# game_sequencer

**src/rtl/game_sequencer.sv**
```systemverilog
`timescale 1ns/1ps
// Play controller for a 4x8 board: spawn, gravity, lock, repeated line-clear passes, line count, game over.
// Latency: registered outputs, 1 cycle after each transition; LOCK->SPAWN 2 cycles, +CLR_LAT+2 per clear pass.
// Backpressure: none; start/tick are dropped outside IDLE/FALL, and the clear unit is paced by a fixed CLR_LAT wait.
module game_sequencer #(
    parameter int CLR_LAT  = 2,
    parameter int MAX_PASS = 4
) (
    input  logic        clka,
    input  logic        restart,
    input  logic        start,
    input  logic        tick,
    input  logic        collide,
    input  logic        spawn_blocked,
    input  logic [31:0] board_in,
    output logic [2:0]  state,
    output logic [1:0]  curr_piece,
    output logic        spawn,
    output logic        drop,
    output logic        lock,
    output logic        clr_go,
    output logic [7:0]  lines,
    output logic        game_over,
    output logic        error
);

    localparam logic [2:0] IDLE  = 3'd0;
    localparam logic [2:0] SPAWN = 3'd1;
    localparam logic [2:0] FALL  = 3'd2;
    localparam logic [2:0] LOCK  = 3'd3;
    localparam logic [2:0] CHECK = 3'd4;
    localparam logic [2:0] CLEAR = 3'd5;
    localparam logic [2:0] WAIT  = 3'd6;
    localparam logic [2:0] OVER  = 3'd7;

    localparam logic [3:0] MAX_PASS_C = 4'(MAX_PASS);
    localparam logic [3:0] WAIT_INIT  = 4'(CLR_LAT - 1);

    logic [2:0] state_nxt;
    logic [3:0] lfsr;
    logic [3:0] pass_cnt;
    logic [3:0] wait_cnt;
    logic       first;
    logic       full;
    logic [3:0] nfull;
    logic [8:0] lines_sum;
    logic       spawn_d;
    logic       drop_d;
    logic       lock_d;
    logic       clr_d;
    logic       over_d;

    // Row scan: flag any complete row and count how many are complete
    always_comb begin
        full  = 1'b0;
        nfull = 4'd0;
        for (int r = 0; r < 8; r++) begin
            if (board_in[31-4*r -: 4] == 4'hF) begin
                full  = 1'b1;
                nfull = nfull + 4'd1;
            end
        end
        lines_sum = {1'b0, lines} + {5'd0, nfull};
    end

    // State register
    always_ff @(posedge clka) begin
        if (!restart) begin
            state <= IDLE;
        end else begin
            state <= state_nxt;
        end
    end

    // Next-state decode
    always_comb begin
        state_nxt = state;
        case (state)
            IDLE:    if (start) state_nxt = SPAWN;
            SPAWN:   state_nxt = spawn_blocked ? OVER : FALL;
            FALL:    if (tick && collide) state_nxt = LOCK;
            LOCK:    state_nxt = CHECK;
            CHECK: begin
                if (!full)                      state_nxt = SPAWN;
                else if (pass_cnt == MAX_PASS_C) state_nxt = OVER;
                else                            state_nxt = CLEAR;
            end
            CLEAR:   state_nxt = WAIT;
            WAIT:    if (wait_cnt == 4'd0) state_nxt = CHECK;
            OVER:    state_nxt = OVER;
            default: state_nxt = IDLE;
        endcase
    end

    // Output decode: pulses fire on the cycle following the transition that names them
    always_comb begin
        spawn_d = (state == SPAWN) && !spawn_blocked;
        drop_d  = (state == FALL) && tick && !collide;
        lock_d  = (state == LOCK);
        clr_d   = (state == CLEAR);
        over_d  = (state_nxt == OVER);
    end

    // Output registers for the pulses and the game-over level
    always_ff @(posedge clka) begin
        if (!restart) begin
            spawn     <= 1'b0;
            drop      <= 1'b0;
            lock      <= 1'b0;
            clr_go    <= 1'b0;
            game_over <= 1'b0;
        end else begin
            spawn     <= spawn_d;
            drop      <= drop_d;
            lock      <= lock_d;
            clr_go    <= clr_d;
            game_over <= over_d;
        end
    end

    // Datapath: piece generator, pass/wait counters, line count and sticky error
    always_ff @(posedge clka) begin
        if (!restart) begin
            lfsr       <= 4'b1001;
            curr_piece <= 2'd0;
            pass_cnt   <= 4'd0;
            wait_cnt   <= 4'd0;
            first      <= 1'b0;
            lines      <= 8'd0;
            error      <= 1'b0;
        end else begin
            lfsr <= {lfsr[2:0], lfsr[3] ^ lfsr[2]};
            case (state)
                SPAWN: if (!spawn_blocked) curr_piece <= lfsr[1:0];
                LOCK: begin
                    first    <= 1'b1;
                    pass_cnt <= 4'd0;
                end
                CHECK: begin
                    if (!full) begin
                        first <= 1'b0;
                    end else if (pass_cnt == MAX_PASS_C) begin
                        error <= 1'b1;
                    end else if (first) begin
                        // Only the first pass after a lock counts; later passes re-see the same rows
                        lines <= lines_sum[8] ? 8'hFF : lines_sum[7:0];
                        first <= 1'b0;
                    end
                end
                CLEAR: begin
                    wait_cnt <= WAIT_INIT;
                    pass_cnt <= pass_cnt + 4'd1;
                end
                WAIT: if (wait_cnt != 4'd0) wait_cnt <= wait_cnt - 4'd1;
                default: ;
            endcase
        end
    end

endmodule

```
**config.mk**
```make
export PLATFORM = sky130hd
export DESIGN_NAME = game_sequencer
export DESIGN_NICKNAME = d
export VERILOG_FILES = /design/src/rtl/game_sequencer.sv
export SDC_FILE = /design/constraint.sdc
export NUM_CORES = 1
export LEC_CHECK = 0
export ABC_AREA = 1
export ABC_CLOCK_PERIOD_IN_PS = 8200
export CORE_ASPECT_RATIO = 0.5
export CORE_MARGIN = 2
export CORE_UTILIZATION = 24
export CTS_CLUSTER_SIZE = 30
export DETAILED_ROUTE_END_ITERATION = 16
export HOLD_SLACK_MARGIN = 0.1
export PLACE_DENSITY_LB_ADDON = 0.15
export SLEW_MARGIN = 40
export SYNTH_ARGS = -nofsm -noshare
export SYNTH_HDL_FRONTEND = slang
export SYNTH_SLANG_ARGS = --single-unit
```
**constraint.sdc**
```tcl
create_clock -name clka -period 8.2 [get_ports clka]
set_input_delay 1.64 -clock clka [delete_from_list [all_inputs] [get_ports clka]]
set_output_delay 1.64 -clock clka [all_outputs]
set_load 0.01 [all_outputs]
```
# lif_scheduler

## src/rtl/lif_scheduler.sv

```systemverilog
// Time-multiplexed LIF controller: one shared update datapath sweeps N virtual
// neurons round-robin on each tick and publishes the sweep's spike vector.
module lif_scheduler #(
  parameter int N_NEURONS = 4,
  parameter int WIDTH     = 8,
  parameter int THRESHOLD = 200,
  parameter int REFRACT   = 2
) (
  input  logic                         clk,
  input  logic                         reset,
  input  logic                         tick,
  input  logic                         cur_we,
  input  logic [$clog2(N_NEURONS)-1:0] cur_addr,
  input  logic [WIDTH-1:0]             cur_data,
  input  logic [$clog2(N_NEURONS)-1:0] rd_addr,
  output logic [WIDTH-1:0]             state_out,
  output logic [N_NEURONS-1:0]         spikes,
  output logic                         done,
  output logic                         busy,
  output logic                         overrun
);

  localparam int AW = $clog2(N_NEURONS);
  localparam logic [1:0] S_IDLE = 2'd0;
  localparam logic [1:0] S_RUN  = 2'd1;
  localparam logic [1:0] S_DONE = 2'd2;
  localparam logic [WIDTH-1:0] TH   = WIDTH'(THRESHOLD);
  localparam logic [2:0]       RF   = 3'(REFRACT);
  localparam logic [AW-1:0]    LAST = AW'(N_NEURONS - 1);

  logic [1:0]           fsm_q, fsm_d;
  logic [AW-1:0]        idx_q;
  logic [WIDTH-1:0]     state_q  [N_NEURONS];
  logic [WIDTH-1:0]     cur_q    [N_NEURONS];
  logic [WIDTH-1:0]     shadow_q [N_NEURONS];
  logic [2:0]           refr_q   [N_NEURONS];
  logic [N_NEURONS-1:0] acc_q, acc_d, spikes_q;
  logic                 done_q, busy_q, overrun_q;
  logic [WIDTH-1:0]     state_out_q, state_out_d;
  logic [WIDTH+3:0]     upd_d;

  // Packs {spike, next refractory count, next membrane state}; spike uses the pre-update state.
  function automatic logic [WIDTH+3:0] lif_update(input logic [WIDTH-1:0] s,
                                                  input logic [WIDTH-1:0] c,
                                                  input logic [2:0]       r);
    logic             spk;
    logic [WIDTH-1:0] c_eff, sat, nxt;
    logic [WIDTH:0]   sum;
    logic [2:0]       r_nxt;
    spk   = (s >= TH);
    c_eff = (r != 3'd0) ? {WIDTH{1'b0}} : c;
    sum   = {1'b0, c_eff} + {2'b00, s[WIDTH-1:1]};
    sat   = sum[WIDTH] ? {WIDTH{1'b1}} : sum[WIDTH-1:0];
    if (spk) begin
      nxt   = (sat >= TH) ? (sat - TH) : {WIDTH{1'b0}};
      r_nxt = RF;
    end else begin
      nxt   = sat;
      r_nxt = (r != 3'd0) ? (r - 3'd1) : 3'd0;
    end
    return {spk, r_nxt, nxt};
  endfunction

  // Next-state logic: FSM transition, shared update datapath and readout bypass.
  always_comb begin
    upd_d = lif_update(state_q[idx_q], shadow_q[idx_q], refr_q[idx_q]);
    fsm_d = fsm_q;
    case (fsm_q)
      S_IDLE:  if (tick) fsm_d = S_RUN; else fsm_d = S_IDLE;
      S_RUN:   if (idx_q == LAST) fsm_d = S_DONE; else fsm_d = S_RUN;
      S_DONE:  fsm_d = S_IDLE;
      default: fsm_d = S_IDLE;
    endcase
    acc_d        = acc_q;
    acc_d[idx_q] = upd_d[WIDTH+3];
    // Readout sees an update landing on the same edge.
    if ((fsm_q == S_RUN) && (idx_q == rd_addr)) begin
      state_out_d = upd_d[WIDTH-1:0];
    end else begin
      state_out_d = state_q[rd_addr];
    end
  end

  // State registers, neuron memories and registered outputs.
  always_ff @(posedge clk) begin
    if (reset) begin
      fsm_q       <= S_IDLE;
      idx_q       <= {AW{1'b0}};
      acc_q       <= {N_NEURONS{1'b0}};
      spikes_q    <= {N_NEURONS{1'b0}};
      done_q      <= 1'b0;
      busy_q      <= 1'b0;
      overrun_q   <= 1'b0;
      state_out_q <= {WIDTH{1'b0}};
      for (int i = 0; i < N_NEURONS; i++) begin
        state_q[i]  <= {WIDTH{1'b0}};
        cur_q[i]    <= {WIDTH{1'b0}};
        shadow_q[i] <= {WIDTH{1'b0}};
        refr_q[i]   <= 3'd0;
      end
    end else begin
      fsm_q       <= fsm_d;
      busy_q      <= (fsm_d != S_IDLE);
      done_q      <= (fsm_d == S_DONE);
      state_out_q <= state_out_d;
      if (tick && (fsm_q != S_IDLE)) overrun_q <= 1'b1;
      if (cur_we) cur_q[cur_addr] <= cur_data;
      case (fsm_q)
        S_IDLE: begin
          if (tick) begin
            // A write on the tick edge must reach the shadow directly.
            for (int i = 0; i < N_NEURONS; i++) begin
              shadow_q[i] <= (cur_we && (cur_addr == AW'(i))) ? cur_data : cur_q[i];
            end
            idx_q <= {AW{1'b0}};
            acc_q <= {N_NEURONS{1'b0}};
          end
        end
        S_RUN: begin
          state_q[idx_q] <= upd_d[WIDTH-1:0];
          refr_q[idx_q]  <= upd_d[WIDTH+2:WIDTH];
          acc_q          <= acc_d;
          if (idx_q == LAST) begin
            spikes_q <= acc_d;
            idx_q    <= {AW{1'b0}};
          end else begin
            idx_q <= idx_q + AW'(1'b1);
          end
        end
        S_DONE:  ;
        default: ;
      endcase
    end
  end

  assign state_out = state_out_q;
  assign spikes    = spikes_q;
  assign done      = done_q;
  assign busy      = busy_q;
  assign overrun   = overrun_q;

endmodule
```

## config.mk

```make
export PLATFORM = sky130hd
export DESIGN_NAME = lif_scheduler
export DESIGN_NICKNAME = d
export VERILOG_FILES = /design/src/rtl/lif_scheduler.sv
export SDC_FILE = /design/constraint.sdc
export NUM_CORES = 1
export LEC_CHECK = 0
export ABC_CLOCK_PERIOD_IN_PS = 7500
export CAP_MARGIN = 40
export CORE_MARGIN = 5
export CORE_UTILIZATION = 65
export CTS_CLUSTER_DIAMETER = 40
export DETAILED_ROUTE_END_ITERATION = 12
export PLACE_DENSITY = 0.85
export REMOVE_ABC_BUFFERS = 1
export SYNTH_ARGS = -nofsm -noshare
export SYNTH_HDL_FRONTEND = slang
export SYNTH_SLANG_ARGS = --single-unit
```

## constraint.sdc

```tcl
create_clock -name clk -period 7.5 [get_ports clk]
set_input_delay 1.5 -clock clk [delete_from_list [all_inputs] [get_ports clk]]
set_output_delay 1.5 -clock clk [all_outputs]
set_load 0.02 [all_outputs]
```

# alu_sequencer_flat

==> src/rtl/alu_seq_pkg.sv <==
// Shared types and instruction-field helpers for the ALU sequencer.
// Imported by the interface, register file and control unit.
package alu_seq_pkg;

    localparam int DATA_W  = 8;
    localparam int ADDR_W  = 6;
    localparam int INSTR_W = 16;

    typedef enum logic [2:0] {
        S_IDLE,
        S_FETCH,
        S_DECODE,
        S_EXEC,
        S_WB,
        S_HALTED
    } state_e;

    localparam logic [2:0] OP_HALT   = 3'd0;
    localparam logic [2:0] OP_ADD    = 3'd1;
    localparam logic [2:0] OP_SUB    = 3'd2;
    localparam logic [2:0] OP_AND    = 3'd3;
    localparam logic [2:0] OP_NOT    = 3'd4;
    localparam logic [2:0] OP_OR     = 3'd5;
    localparam logic [2:0] OP_EQ     = 3'd6;
    localparam logic [2:0] OP_BRANCH = 3'd7;

    localparam int  CLASS_BIT   = 15;
    localparam logic CLASS_LOADI = 1'b1;
    localparam int  LI_RD_LO    = 13;
    localparam int  OP_LO       = 12;
    localparam int  RD_LO       = 10;
    localparam int  RS_LO       = 8;
    localparam int  RT_LO       = 6;
    localparam int  TGT_LO      = 0;
    localparam int  IMM_LO      = 0;

    function automatic logic f_is_loadi(logic [INSTR_W-1:0] ir);
        return ir[CLASS_BIT] == CLASS_LOADI;
    endfunction

    function automatic logic [2:0] f_op(logic [INSTR_W-1:0] ir);
        return ir[OP_LO+:3];
    endfunction

    function automatic logic [1:0] f_rd(logic [INSTR_W-1:0] ir);
        return ir[RD_LO+:2];
    endfunction

    function automatic logic [1:0] f_rs(logic [INSTR_W-1:0] ir);
        return ir[RS_LO+:2];
    endfunction

    function automatic logic [1:0] f_rt(logic [INSTR_W-1:0] ir);
        return ir[RT_LO+:2];
    endfunction

    function automatic logic [ADDR_W-1:0] f_tgt(logic [INSTR_W-1:0] ir);
        return ir[TGT_LO+:ADDR_W];
    endfunction

    function automatic logic [1:0] f_li_rd(logic [INSTR_W-1:0] ir);
        return ir[LI_RD_LO+:2];
    endfunction

    function automatic logic [DATA_W-1:0] f_imm(logic [INSTR_W-1:0] ir);
        return ir[IMM_LO+:DATA_W];
    endfunction

endpackage

==> src/rtl/alu_sequencer_if.sv <==
// Instruction-memory handshake and ALU bus of the sequencer.
// master = sequencer side, slave = memory/ALU side.
interface alu_sequencer_if;
    import alu_seq_pkg::*;

    logic               IMEM_REQ;
    logic [ADDR_W-1:0]  IMEM_ADDR;
    logic               IMEM_VALID;
    logic [INSTR_W-1:0] IMEM_DATA;
    logic [DATA_W-1:0]  ALU_A;
    logic [DATA_W-1:0]  ALU_B;
    logic [ADDR_W-1:0]  ALU_ADDR;
    logic [2:0]         ALU_OP;
    logic [DATA_W-1:0]  ALU_RESULT;
    logic               ALU_CO;
    logic               ALU_EQ;
    logic               ALU_BRANCH;

    modport master (
        output IMEM_REQ, IMEM_ADDR,
        input  IMEM_VALID, IMEM_DATA,
        output ALU_A, ALU_B, ALU_ADDR, ALU_OP,
        input  ALU_RESULT, ALU_CO, ALU_EQ, ALU_BRANCH
    );

    modport slave (
        input  IMEM_REQ, IMEM_ADDR,
        output IMEM_VALID, IMEM_DATA,
        input  ALU_A, ALU_B, ALU_ADDR, ALU_OP,
        output ALU_RESULT, ALU_CO, ALU_EQ, ALU_BRANCH
    );

endinterface

==> src/rtl/reg_file_4x8.sv <==
// 4x8 register file: two async operand reads, one debug read,
// one synchronous write, async clear to zero.
module reg_file_4x8
    import alu_seq_pkg::*;
(
    input  logic              clk_i,
    input  logic              rst_ni,
    input  logic              we_i,
    input  logic [1:0]        wa_i,
    input  logic [DATA_W-1:0] wd_i,
    input  logic [1:0]        ra_a_i,
    output logic [DATA_W-1:0] rd_a_o,
    input  logic [1:0]        ra_b_i,
    output logic [DATA_W-1:0] rd_b_o,
    input  logic [1:0]        ra_dbg_i,
    output logic [DATA_W-1:0] rd_dbg_o
);

    logic [DATA_W-1:0] regs_q [4];

    // Storage: cleared on reset, written on a WB strobe.
    always_ff @(posedge clk_i or negedge rst_ni) begin
        if (!rst_ni) begin
            for (int i = 0; i < 4; i++) regs_q[i] <= '0;
        end else if (we_i) begin
            regs_q[wa_i] <= wd_i;
        end
    end

    assign rd_a_o   = regs_q[ra_a_i];
    assign rd_b_o   = regs_q[ra_b_i];
    assign rd_dbg_o = regs_q[ra_dbg_i];

endmodule

==> src/rtl/alu_sequencer.sv <==
// Multi-cycle control unit: fetch, decode, drive ALU, write back.
// Owns the PC, branch redirection and the sticky carry flag.
module alu_sequencer
    import alu_seq_pkg::*;
(
    input  logic              CLK,
    input  logic              RST_N,
    input  logic              START,
    alu_sequencer_if.master   bus,
    output logic              CARRY,
    output logic              BUSY,
    output logic              HALTED,
    output logic [ADDR_W-1:0] PC,
    input  logic [1:0]        REG_RD_SEL,
    output logic [DATA_W-1:0] REG_RD_DATA
);

    state_e             state_q, state_d;
    logic [ADDR_W-1:0]  pc_q, pc_d;
    logic [INSTR_W-1:0] ir_q, ir_d;
    logic               carry_q, carry_d;

    logic               we;
    logic [1:0]         wa;
    logic [DATA_W-1:0]  wd;
    logic [DATA_W-1:0]  rd_a, rd_b;
    logic               is_li;
    logic [2:0]         op;

    assign is_li = f_is_loadi(ir_q);
    assign op    = f_op(ir_q);

    reg_file_4x8 u_rf (
        .clk_i    (CLK),
        .rst_ni   (RST_N),
        .we_i     (we),
        .wa_i     (wa),
        .wd_i     (wd),
        .ra_a_i   (f_rs(ir_q)),
        .rd_a_o   (rd_a),
        .ra_b_i   (f_rt(ir_q)),
        .rd_b_o   (rd_b),
        .ra_dbg_i (REG_RD_SEL),
        .rd_dbg_o (REG_RD_DATA)
    );

    // State, PC, instruction and carry registers.
    always_ff @(posedge CLK or negedge RST_N) begin
        if (!RST_N) begin
            state_q <= S_IDLE;
            pc_q    <= '0;
            ir_q    <= '0;
            carry_q <= 1'b0;
        end else begin
            state_q <= state_d;
            pc_q    <= pc_d;
            ir_q    <= ir_d;
            carry_q <= carry_d;
        end
    end

    // Next-state, fetch request, ALU opcode and write-back strobes.
    always_comb begin
        state_d      = state_q;
        pc_d         = pc_q;
        ir_d         = ir_q;
        carry_d      = carry_q;
        we           = 1'b0;
        wa           = '0;
        wd           = '0;
        bus.IMEM_REQ = 1'b0;
        bus.ALU_OP   = OP_HALT;
        unique case (state_q)
            S_IDLE, S_HALTED: begin
                if (START) begin
                    state_d = S_FETCH;
                    pc_d    = '0;
                    carry_d = 1'b0;
                end
            end
            S_FETCH: begin
                bus.IMEM_REQ = 1'b1;
                if (bus.IMEM_VALID) begin
                    ir_d    = bus.IMEM_DATA;
                    state_d = S_DECODE;
                end
            end
            S_DECODE: begin
                unique case (1'b1)
                    is_li:           state_d = S_WB;
                    (op == OP_HALT): state_d = S_HALTED;
                    default:         state_d = S_EXEC;
                endcase
            end
            S_EXEC: begin
                bus.ALU_OP = op;
                state_d    = S_WB;
            end
            S_WB: begin
                state_d = S_FETCH;
                pc_d    = pc_q + 1'b1;
                if (is_li) begin
                    we = 1'b1;
                    wa = f_li_rd(ir_q);
                    wd = f_imm(ir_q);
                end else if (op == OP_BRANCH) begin
                    if (bus.ALU_BRANCH) pc_d = f_tgt(ir_q);
                end else if (op != OP_EQ) begin
                    we = 1'b1;
                    wa = f_rd(ir_q);
                    wd = bus.ALU_RESULT;
                    if (op == OP_ADD || op == OP_SUB)
                        carry_d = carry_q | bus.ALU_CO;
                end
            end
            default: state_d = S_IDLE;
        endcase
    end

    assign bus.IMEM_ADDR = pc_q;
    assign bus.ALU_A     = rd_a;
    assign bus.ALU_B     = rd_b;
    assign bus.ALU_ADDR  = f_tgt(ir_q);

    assign CARRY  = carry_q;
    assign PC     = pc_q;
    assign HALTED = (state_q == S_HALTED);
    assign BUSY   = (state_q != S_IDLE) && (state_q != S_HALTED);

endmodule

==> src/flat_wrapper.sv <==
// flat-port wrapper written by rule: the top's interface ports become plain ports
module alu_sequencer_flat import alu_seq_pkg::*;
  (CLK, RST_N, START, CARRY, BUSY, HALTED, PC, REG_RD_SEL, REG_RD_DATA, bus_IMEM_REQ, bus_IMEM_ADDR, bus_IMEM_VALID, bus_IMEM_DATA, bus_ALU_A, bus_ALU_B, bus_ALU_ADDR, bus_ALU_OP, bus_ALU_RESULT, bus_ALU_CO, bus_ALU_EQ, bus_ALU_BRANCH);
  alu_sequencer_if bus_i ();
  input  logic CLK;
  input  logic RST_N;
  input  logic START;
  output logic CARRY;
  output logic BUSY;
  output logic HALTED;
  output logic [ADDR_W-1:0] PC;
  input  logic [1:0] REG_RD_SEL;
  output logic [DATA_W-1:0] REG_RD_DATA;
  output wire logic [$bits(bus_i.IMEM_REQ)-1:0] bus_IMEM_REQ;
  output wire logic [$bits(bus_i.IMEM_ADDR)-1:0] bus_IMEM_ADDR;
  input wire logic [$bits(bus_i.IMEM_VALID)-1:0] bus_IMEM_VALID;
  input wire logic [$bits(bus_i.IMEM_DATA)-1:0] bus_IMEM_DATA;
  output wire logic [$bits(bus_i.ALU_A)-1:0] bus_ALU_A;
  output wire logic [$bits(bus_i.ALU_B)-1:0] bus_ALU_B;
  output wire logic [$bits(bus_i.ALU_ADDR)-1:0] bus_ALU_ADDR;
  output wire logic [$bits(bus_i.ALU_OP)-1:0] bus_ALU_OP;
  input wire logic [$bits(bus_i.ALU_RESULT)-1:0] bus_ALU_RESULT;
  input wire logic [$bits(bus_i.ALU_CO)-1:0] bus_ALU_CO;
  input wire logic [$bits(bus_i.ALU_EQ)-1:0] bus_ALU_EQ;
  input wire logic [$bits(bus_i.ALU_BRANCH)-1:0] bus_ALU_BRANCH;
  assign bus_IMEM_REQ = bus_i.IMEM_REQ;
  assign bus_IMEM_ADDR = bus_i.IMEM_ADDR;
  assign bus_i.IMEM_VALID = bus_IMEM_VALID;
  assign bus_i.IMEM_DATA = bus_IMEM_DATA;
  assign bus_ALU_A = bus_i.ALU_A;
  assign bus_ALU_B = bus_i.ALU_B;
  assign bus_ALU_ADDR = bus_i.ALU_ADDR;
  assign bus_ALU_OP = bus_i.ALU_OP;
  assign bus_i.ALU_RESULT = bus_ALU_RESULT;
  assign bus_i.ALU_CO = bus_ALU_CO;
  assign bus_i.ALU_EQ = bus_ALU_EQ;
  assign bus_i.ALU_BRANCH = bus_ALU_BRANCH;
  alu_sequencer u_core (.CLK(CLK), .RST_N(RST_N), .START(START), .bus(bus_i), .CARRY(CARRY), .BUSY(BUSY), .HALTED(HALTED), .PC(PC), .REG_RD_SEL(REG_RD_SEL), .REG_RD_DATA(REG_RD_DATA));
endmodule
==> config.mk <==
export PLATFORM = sky130hd
export DESIGN_NAME = alu_sequencer_flat
export DESIGN_NICKNAME = d
export VERILOG_FILES = /design/src/rtl/alu_seq_pkg.sv /design/src/rtl/alu_sequencer_if.sv /design/src/rtl/reg_file_4x8.sv /design/src/rtl/alu_sequencer.sv /design/src/flat_wrapper.sv
export SDC_FILE = /design/constraint.sdc
export NUM_CORES = 1
export LEC_CHECK = 0
export ABC_AREA = 1
export CAP_MARGIN = 30
export CORE_MARGIN = 3
export CORE_UTILIZATION = 40
export CTS_BUF_LIST = sky130_fd_sc_hd__clkbuf_16
export CTS_CLUSTER_DIAMETER = 40
export DETAILED_ROUTE_END_ITERATION = 10
export PLACE_DENSITY_LB_ADDON = 0.1
export SYNTH_ARGS = -nofsm -noshare
export SYNTH_HDL_FRONTEND = slang
export SYNTH_HIERARCHICAL = 1
export SYNTH_SLANG_ARGS = --single-unit
export TNS_END_PERCENT = 1
==> constraint.sdc <==
create_clock -name CLK -period 3 [get_ports CLK]
set_input_delay 0.9 -clock CLK [delete_from_list [all_inputs] [get_ports CLK]]
set_output_delay 0.9 -clock CLK [all_outputs]
set_load 0.05 [all_outputs]
# uart_receiver

### src/rtl/uart_receiver.sv
// 8N1 UART receive path with mid-bit sampling, framing and overrun detection.
// Define UART_RX_MAJORITY_EN for 2-of-3 majority voting at each sample point.
module uart_receiver #(
  parameter int BAUD_RATE  = 9600,
  parameter int CLOCK_FREQ = 50000000
) (
  input  logic       clk,
  input  logic       rst,
  input  logic       i_rx,
  output logic [7:0] o_data,
  output logic       o_data_valid,
  input  logic       i_data_ready,
  output logic       o_busy,
  output logic       o_frame_err,
  output logic       o_overrun
);

  localparam int BIT_TIME = CLOCK_FREQ / BAUD_RATE;
  localparam int HALF     = BIT_TIME / 2;
  localparam logic [15:0] BIT_END  = 16'(BIT_TIME - 1);
  localparam logic [15:0] HALF_END = 16'(HALF - 1);

  typedef enum logic [2:0] {
    IDLE, START, DATA, STOP, WAIT_IDLE
  } state_e;

  state_e      state_q, state_d;
  logic [15:0] cnt_q, cnt_d;
  logic [2:0]  idx_q, idx_d;
  logic [7:0]  shift_q, shift_d;
  logic [7:0]  data_q, data_d;
  logic        valid_q, valid_d;
  logic        busy_q, busy_d;
  logic        ferr_q, ferr_d;
  logic        ovr_q, ovr_d;
  logic        rx_meta_q, rx_sync_q;
  logic        rx_bit;

  always_ff @(posedge clk or posedge rst) begin
    if (rst) begin
      rx_meta_q <= 1'b1;
      rx_sync_q <= 1'b1;
    end else begin
      rx_meta_q <= i_rx;
      rx_sync_q <= rx_meta_q;
    end
  end

`ifdef UART_RX_MAJORITY_EN
  logic rx_h1_q, rx_h2_q;

  always_ff @(posedge clk or posedge rst) begin
    if (rst) begin
      rx_h1_q <= 1'b1;
      rx_h2_q <= 1'b1;
    end else begin
      rx_h1_q <= rx_sync_q;
      rx_h2_q <= rx_h1_q;
    end
  end

  // votes over the sync output at counts N-2, N-1 and N
  assign rx_bit = (rx_sync_q & rx_h1_q) |
                  (rx_sync_q & rx_h2_q) |
                  (rx_h1_q & rx_h2_q);
`else
  assign rx_bit = rx_sync_q;
`endif

  always_ff @(posedge clk or posedge rst) begin
    if (rst) state_q <= IDLE;
    else     state_q <= state_d;
  end

  always_comb begin
    state_d = state_q;
    unique case (state_q)
      IDLE:
        if (!rx_sync_q) state_d = START;
      START:
        if (cnt_q == HALF_END)
          state_d = rx_bit ? IDLE : DATA;
      DATA:
        if (cnt_q == BIT_END && idx_q == 3'd7)
          state_d = STOP;
      STOP:
        if (cnt_q == BIT_END)
          state_d = rx_bit ? IDLE : WAIT_IDLE;
      WAIT_IDLE:
        if (rx_sync_q) state_d = IDLE;
      default:
        state_d = IDLE;
    endcase
  end

  logic bit_tick, stop_tick, complete, accept;

  always_comb begin
    bit_tick  = (state_q == DATA) && (cnt_q == BIT_END);
    stop_tick = (state_q == STOP) && (cnt_q == BIT_END);
    complete  = stop_tick && rx_bit;
    accept    = valid_q && i_data_ready;

    // count restarts on each state entry and at every data bit
    if (state_d != state_q || bit_tick) cnt_d = 16'd0;
    else                                cnt_d = cnt_q + 16'd1;

    idx_d   = idx_q;
    shift_d = shift_q;
    if (state_q == START && state_d == DATA) idx_d = 3'd0;
    if (bit_tick) begin
      idx_d   = idx_q + 3'd1;
      shift_d = {rx_bit, shift_q[7:1]};
    end

    data_d  = data_q;
    valid_d = valid_q;
    ovr_d   = 1'b0;
    if (complete) begin
      if (!valid_q || accept) begin
        data_d  = shift_q;
        valid_d = 1'b1;
      end else begin
        ovr_d = 1'b1;
      end
    end else if (accept) begin
      valid_d = 1'b0;
    end

    ferr_d = stop_tick && !rx_bit;
    busy_d = (state_q != IDLE);
  end

  always_ff @(posedge clk or posedge rst) begin
    if (rst) begin
      cnt_q   <= 16'd0;
      idx_q   <= 3'd0;
      shift_q <= 8'h00;
      data_q  <= 8'h00;
      valid_q <= 1'b0;
      busy_q  <= 1'b0;
      ferr_q  <= 1'b0;
      ovr_q   <= 1'b0;
    end else begin
      cnt_q   <= cnt_d;
      idx_q   <= idx_d;
      shift_q <= shift_d;
      data_q  <= data_d;
      valid_q <= valid_d;
      busy_q  <= busy_d;
      ferr_q  <= ferr_d;
      ovr_q   <= ovr_d;
    end
  end

  assign o_data       = data_q;
  assign o_data_valid = valid_q;
  assign o_busy       = busy_q;
  assign o_frame_err  = ferr_q;
  assign o_overrun    = ovr_q;

endmodule

### config.mk
export PLATFORM = sky130hd
export DESIGN_NAME = uart_receiver
export DESIGN_NICKNAME = d
export VERILOG_FILES = /design/src/rtl/uart_receiver.sv
export SDC_FILE = /design/constraint.sdc
export NUM_CORES = 1
export LEC_CHECK = 0
export CORE_UTILIZATION = 65
export CTS_BUF_LIST = sky130_fd_sc_hd__clkbuf_2 sky130_fd_sc_hd__clkbuf_4 sky130_fd_sc_hd__clkbuf_8
export DETAILED_ROUTE_END_ITERATION = 7
export DONT_BUFFER_PORTS = 1
export GPL_ROUTABILITY_DRIVEN = 0
export PLACE_DENSITY = 0.88
export SLEW_MARGIN = 20
export SYNTH_ARGS = -nofsm -noshare
export SYNTH_HDL_FRONTEND = slang
export SYNTH_SLANG_ARGS = --single-unit
### constraint.sdc
create_clock -name clk -period 2.2 [get_ports clk]
set_clock_uncertainty 0.15 [all_clocks]
set_input_delay 0.22 -clock clk [delete_from_list [all_inputs] [get_ports clk]]
set_output_delay 0.22 -clock clk [all_outputs]
set_load 0.005 [all_outputs]
uart_receiver, placed standard cells:
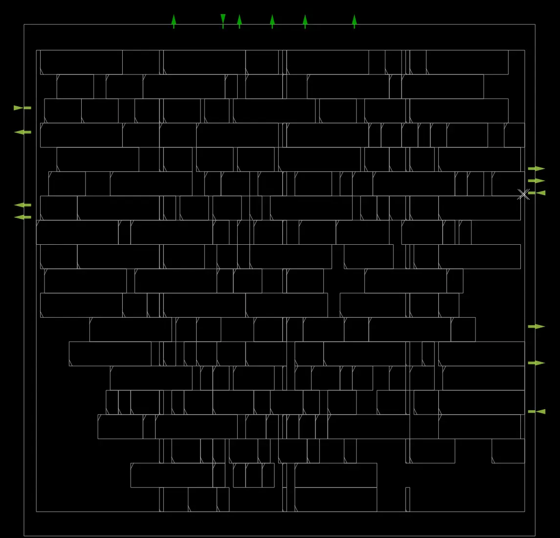
num rows: 19
share of cell area taken by flip-flops and latches: 51.6%

==> ci_impl_report.md, uart_receiver <==
### Yosys + OpenROAD results

| Metric | Value |
|---|---|
| Max-slew violation count | `0` |
| Required time at the endpoint of the critical path | `roughly 2.3 ns` |
| Pwr Density | `647 mW/mm^2` |
| Height of the die | `~57 um` |
| Main power-consuming group | `registers` |
| Design Power | `roughly 0.0014 W` |
| Period utilisation layout | `93.7%` |
| Multiplexer area fraction after synthesis | `9.07%` |
| Total Wirelength | `3510 um` |
| P_clk | `between 0.0005 and 0.0006 W` |
| Seq group | `approximately 0.00081 W` |
| Antenna violations before repair | `0` |
| Overall overflow remaining after global route | `0` |
| Post-CTS clock slew at the launch and capture registers of the worst setup and hold paths | `0.12 ns` |
| Metal1 wirelength | `1450 um` |
| Fp_density | `between 70% and 80%` |
| Grt met2 use | `41.5%` |
| Yosys top cell by area | `sky130_fd_sc_hd__dfrtp_1` |
| CP cell instances | `nor3_1 > and4_4 > o22ai_1 > o21ai_4 > nor2_1` |
| Final non-filler cell total | `around 210` |
| Timing startpoint of the critical path | `cnt_q[7]` |
| Hold slack final | `0.218 ns` |
| Residual DRC count | `2` |
| Min-delay src | `rx_meta_q` |
| Depth of the worst hold-timing path | `0` |
| Largest family of logic cells by area | `simple AND/OR/NAND/NOR gates` |
| Reported net switching power | `between 0.0002 and 0.0003 W` |
| FF+latch area | `between 0.001 and 0.0015 mm^2` |
| Die W | `~57 um` |
| Result of the run | `finished with violations` |
| Register ranked first by flip-flop count | `cnt_q` |
| Synth Cell Area | `0.00199 mm^2` |
| Number of placed instances, taps included | `slightly below 200` |
| Count of library flops with an enable pin | `0` |
| Synthesis area per yosys | `0.00199 mm^2` |
| Signal buffers | `6` |
| Post-route design area | `between 0.002 and 0.0025 mm^2` |
| Global-route total usage across every layer | `about a quarter` |
| Hold crit path type | `reg2reg` |
| Number of levels in the clock H-tree | `2` |
| Failing checks | `DRC` |
| Clock buffers created by TritonCTS | `5` |
| Nature of the critical path startpoint | `flop` |
| Layout-stage area growth over the synthesis result | `7.68%` |
| Sum of met2 wire segment lengths after detailed routing | `between 1500 and 2000 um` |
| Adder-cell share of the synthesized area | `between 1.5 and 2%` |
| Asr flop ratio synth | `100%` |
| Syn avg cell area | `roughly 12 um^2` |
| Die area | `approximately 0.0033 mm^2` |
| Largest net degree at the start of global routing | `45` |
| Resize count post-CTS | `1` |
| Number of tapcells | `31` |
| R2r startpoint | `cnt_q[7]` |
| Most frequent logic cells in the routed design | `42 x sky130_fd_sc_hd__dfrtp_1, 23 x sky130_fd_sc_hd__nor2_1, 16 x sky130_fd_sc_hd__mux2_2` |
| Area fraction in xor and xnor cells | `under 10%` |
| Synth Instances | `between 150 and 200` |
| Most frequently used flop master after synthesis | `sky130_fd_sc_hd__dfrtp_1` |
| Reg-to-reg critical path endpoint | `cnt_q[10]` |
| Combinational logic power | `between 0.00002 and 0.000025 W` |
| Clock network fraction of design power | `a little under 40%` |
| Internal | `~0.0011 W` |
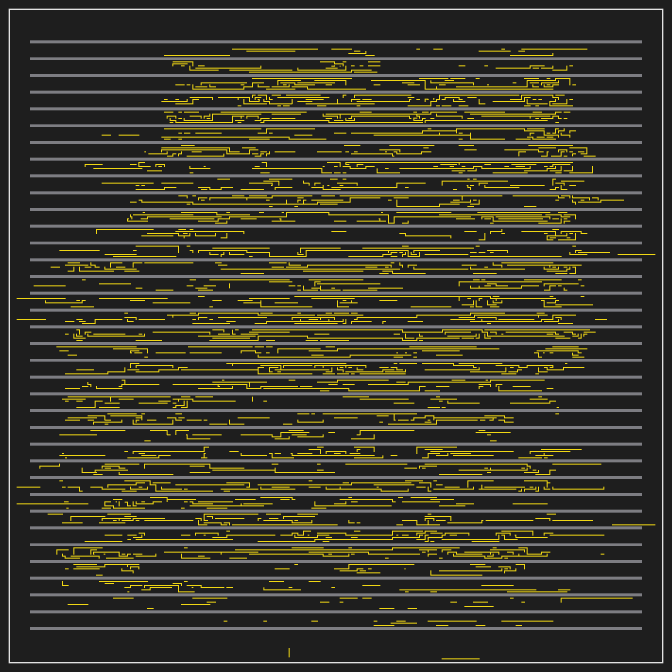
alu_sequencer_flat: the metal 1 layer
Supply wires on this layer in grey.
share of all routed wire = 45%
nets with wire on the layer = 605
longest straight run = 36.8 um

==> ci_impl_report.md, alu_sequencer_flat <==
### Yosys + OpenROAD results

| Metric | Value |
|---|---|
| Stages on the worst setup path | `5` |
| Grt met2 use | `between 30 and 40%` |
| Total vias in the final route | `between 3,000 and 4,000` |
| Yosys top cell by area | `sky130_fd_sc_hd__dfrtp_1` |
| Quantity of I/O buffers inserted on ports | `80` |
| P_leak | `approximately 2.6 nW` |
| Pwr Density | `~1200 mW/mm^2` |
| Setup repair after global routing missed its margin | `false` |
| Multi-input logic portion of the cell area | `about 39%` |
| CP cell instances | `clkdlybuf4s50_1 > inv_1 > nand3_1 > nand2_1 > buf_12` |
| Num rows | `35` |
| Nature of the critical path startpoint | `primary input` |
| Layout cells sized above 1 | `about 15%` |
| Peak Freq | `~350 MHz` |
| Total of clock buffers placed in the layout | `9` |
| Main power-consuming group | `combinational cells` |
| Synthesized registers | `between 50 and 60` |
| Layout-stage area growth over the synthesis result | `27.6%` |
| Grt met1 use | `between 20 and 30%` |
| Dominant cell by count in the synthesized netlist | `sky130_fd_sc_hd__nand2_1` |
| TritonCTS clock tree | `built` |
| Logic area | `~0.002 mm^2` |
| Max FFs per register | `32` |
| Total clock sinks | `58` |
| Multiplexer area fraction after synthesis | `0%` |
| Antenna violations before repair | `0` |
| Number of iterations in the first detailed-routing pass | `5` |
| Signal buffers | `90` |
| Flop2flop setup slack | `between 0.6 and 0.7 ns` |
| Total met3 wirelength after detailed routing | `670 um` |
| Combinational logic power | `approximately 0.0036 W` |
| Final clock-cell share | `about 5.6%` |
| Sum of buffers and inverters on the critical path | `3` |
| Internal | `0.00277 W` |
| Result of the run | `complete, no violations` |
| Wire length of the first global-routing pass | `around 19,000 um` |
| Syn avg cell area | `approximately 7 um^2` |
| Height of the die | `about 110 um` |
| Flop count | `between 50 and 60` |
| Fp_density | `~42%` |
| GR met3 Demand/Resource | `about 5%` |
| Nets | `~680` |
| Timing startpoint of the critical path | `REG_RD_SEL[1]` |
| Estimated wirelength of the detail-placed design | `slightly above 8000 um` |
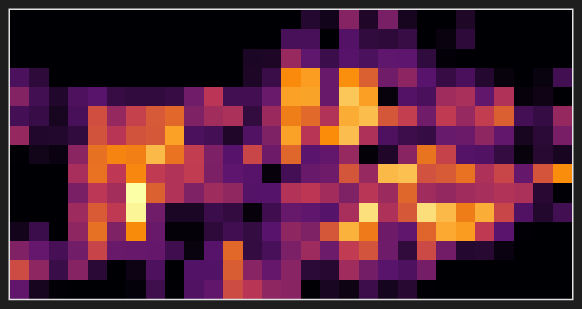
game_sequencer: wiring heat map
29 x 15 tiles, from black (low) to pale yellow (high), scaled to the fullest tile. Values are wire area over tile area, all layers added.
tiles over half the peak = 19%
fullest tile = 0.32
nearly empty tiles = 28%
mean over tiles = 0.082
emptiest ninth of the die = upper left

==> ci_impl_report.md, game_sequencer <==
### Yosys + OpenROAD results

| Metric | Value |
|---|---|
| Destination of the critical timing path | `lines[3]` |
| Highest net fanout along the worst path | `7` |
| Max-slew violation count | `0` |
| CP Class | `in2reg` |
| Grt met2 use | `19.1%` |
| Hold slack final | `0.427 ns` |
| Syn avg cell area | `6.61 um^2` |
| Largest delay share family, worst path | `simple AND/OR/NAND/NOR gates` |
| Endpoint kind of the worst setup timing path | `flop` |
| Headroom to the max-slew limit | `between 60 and 70%` |
| Sequential-to-total area share from yosys stat | `between 20% and 30%` |
| Combinational fraction of design power | `26.6%` |
| Worst-Margin Slew | `~0.59 ns` |
| Vias per inst | `4.25` |
| Resize count post-CTS | `0` |
| Timing startpoint of the critical path | `board_in[30]` |
| Final-layout fill cell count | `about 1,000` |
| Multi-input logic portion of the cell area | `roughly 46%` |
| Buffer depth of the longest clock path | `2` |
| GR met3 Demand/Resource | `2.38%` |
| Overall overflow remaining after global route | `0` |
| Largest net degree at the start of global routing | `17` |
| Net count entering floorplan | `415` |
| Result of the run | `complete, no violations` |
| Combinational logic power | `approximately 0.00015 W` |
| Sum of met2 wire segment lengths after detailed routing | `around 2500 um` |
| Post-synth cell types | `34` |
| Total clock sinks | `32` |
| Max FFs per register | `8` |
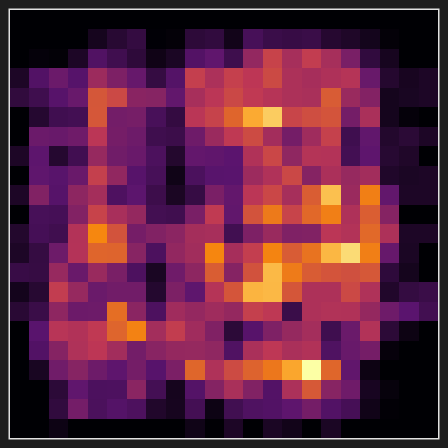
lif_scheduler: wiring heat map
22 x 22 tiles, from black (low) to pale yellow (high), scaled to the fullest tile. Values are wire area over tile area, all layers added.
nearly empty tiles = 17%
tiles over half the peak = 16%
emptiest ninth of the die = upper left
mean over tiles = 0.20
fullest tile = 0.71

==> ci_impl_report.md, lif_scheduler <==
### Yosys + OpenROAD results

| Metric | Value |
|---|---|
| Result of the run | `complete, no violations` |
| Net Sw Frac | `24.9%` |
| Num rows | `36` |
| Synthesized registers | `roughly 130` |
| Nature of the critical path startpoint | `flop` |
| Fraction of cell area in non-clock buffers | `~5.2%` |
| Number of placed instances, taps included | `670` |
| Share of the synthesized area in the top cell type | `between 50 and 60%` |
| Stages on the worst setup path | `12` |
| Share of the core filled with cells | `about three quarters` |
| Multiplexer area fraction after synthesis | `between 10% and 20%` |
| Endpoint kind of the worst setup timing path | `flop` |
| Clock network fraction of design power | `a little over two fifths` |
| Largest family of logic cells by area | `simple AND/OR/NAND/NOR gates` |
| Nets | `around 590` |
| Largest stage delay, worst path | `roughly 0.90 ns` |
| Highest net fanout along the worst path | `18` |
| Fp_density | `between 60% and 70%` |


==> gallery <==
Signal wires by layer.
panel A
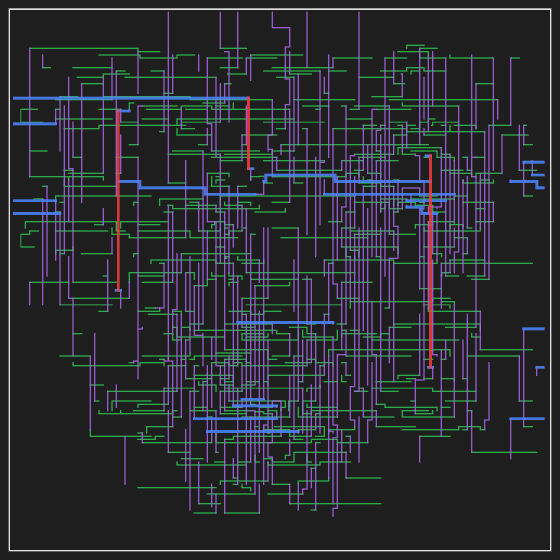
panel B
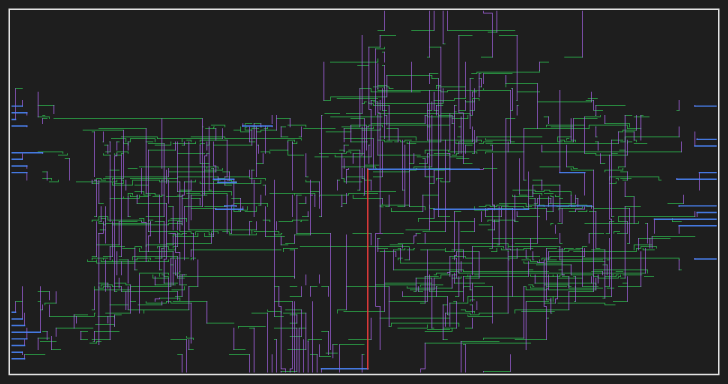
panel C
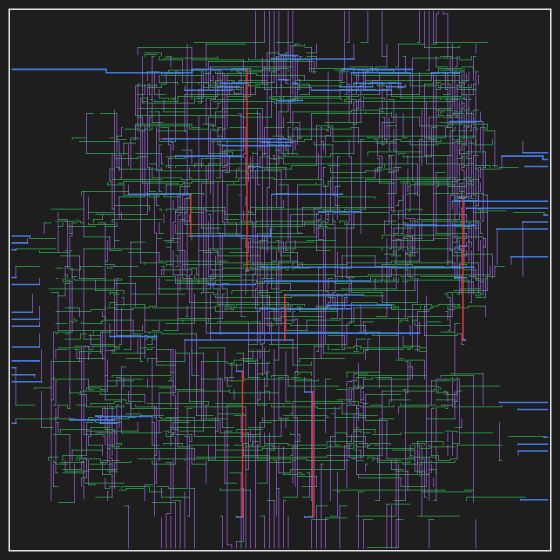
panel D
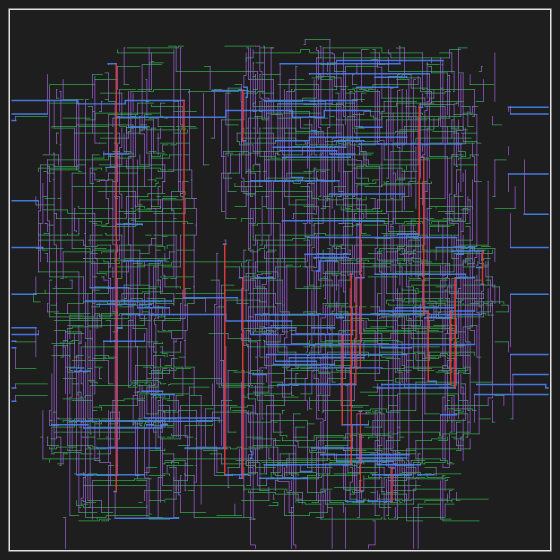
- panel A = uart_receiver
- panel D = lif_scheduler
- panel B = game_sequencer
- panel C = alu_sequencer_flat
The one with the most wire is panel D.


## Gallery

The metal 1 layer.
Supply wires on this layer in grey.
picture 1
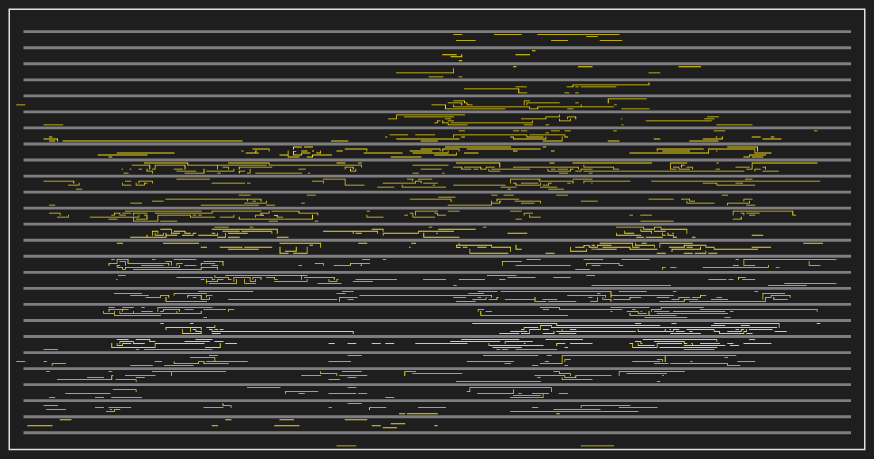
picture 2
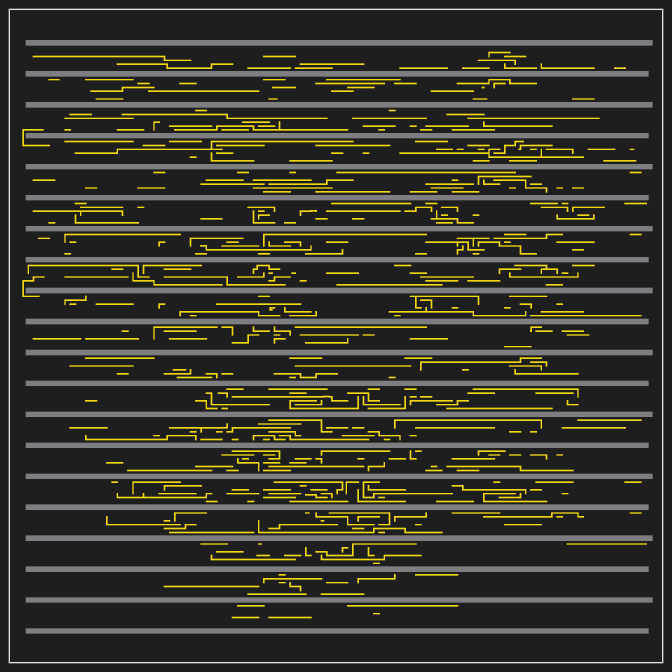
picture 3
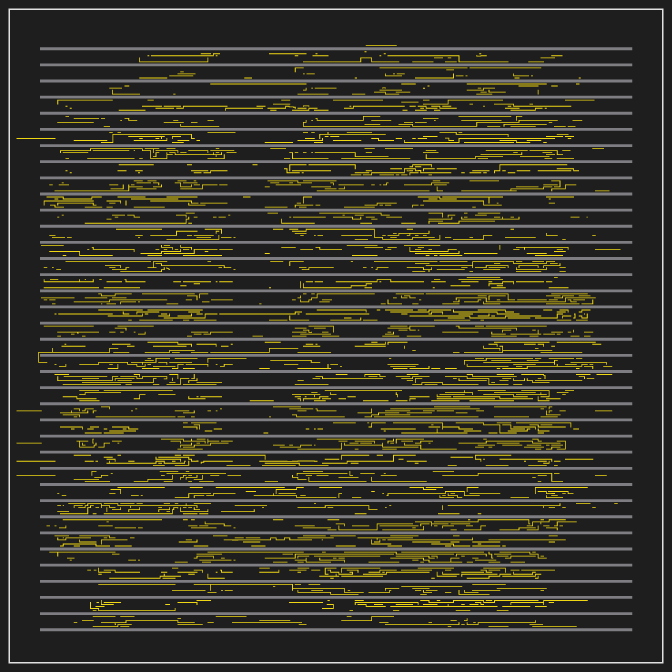
Picture 2 is uart_receiver.
Picture 3 is lif_scheduler.
Picture 1 is game_sequencer.

Key to picture 1:
longest straight run = 38.2 um
share of all routed wire = 51%

Power figures rest on the tool's default switching activity, not on a simulated workload.
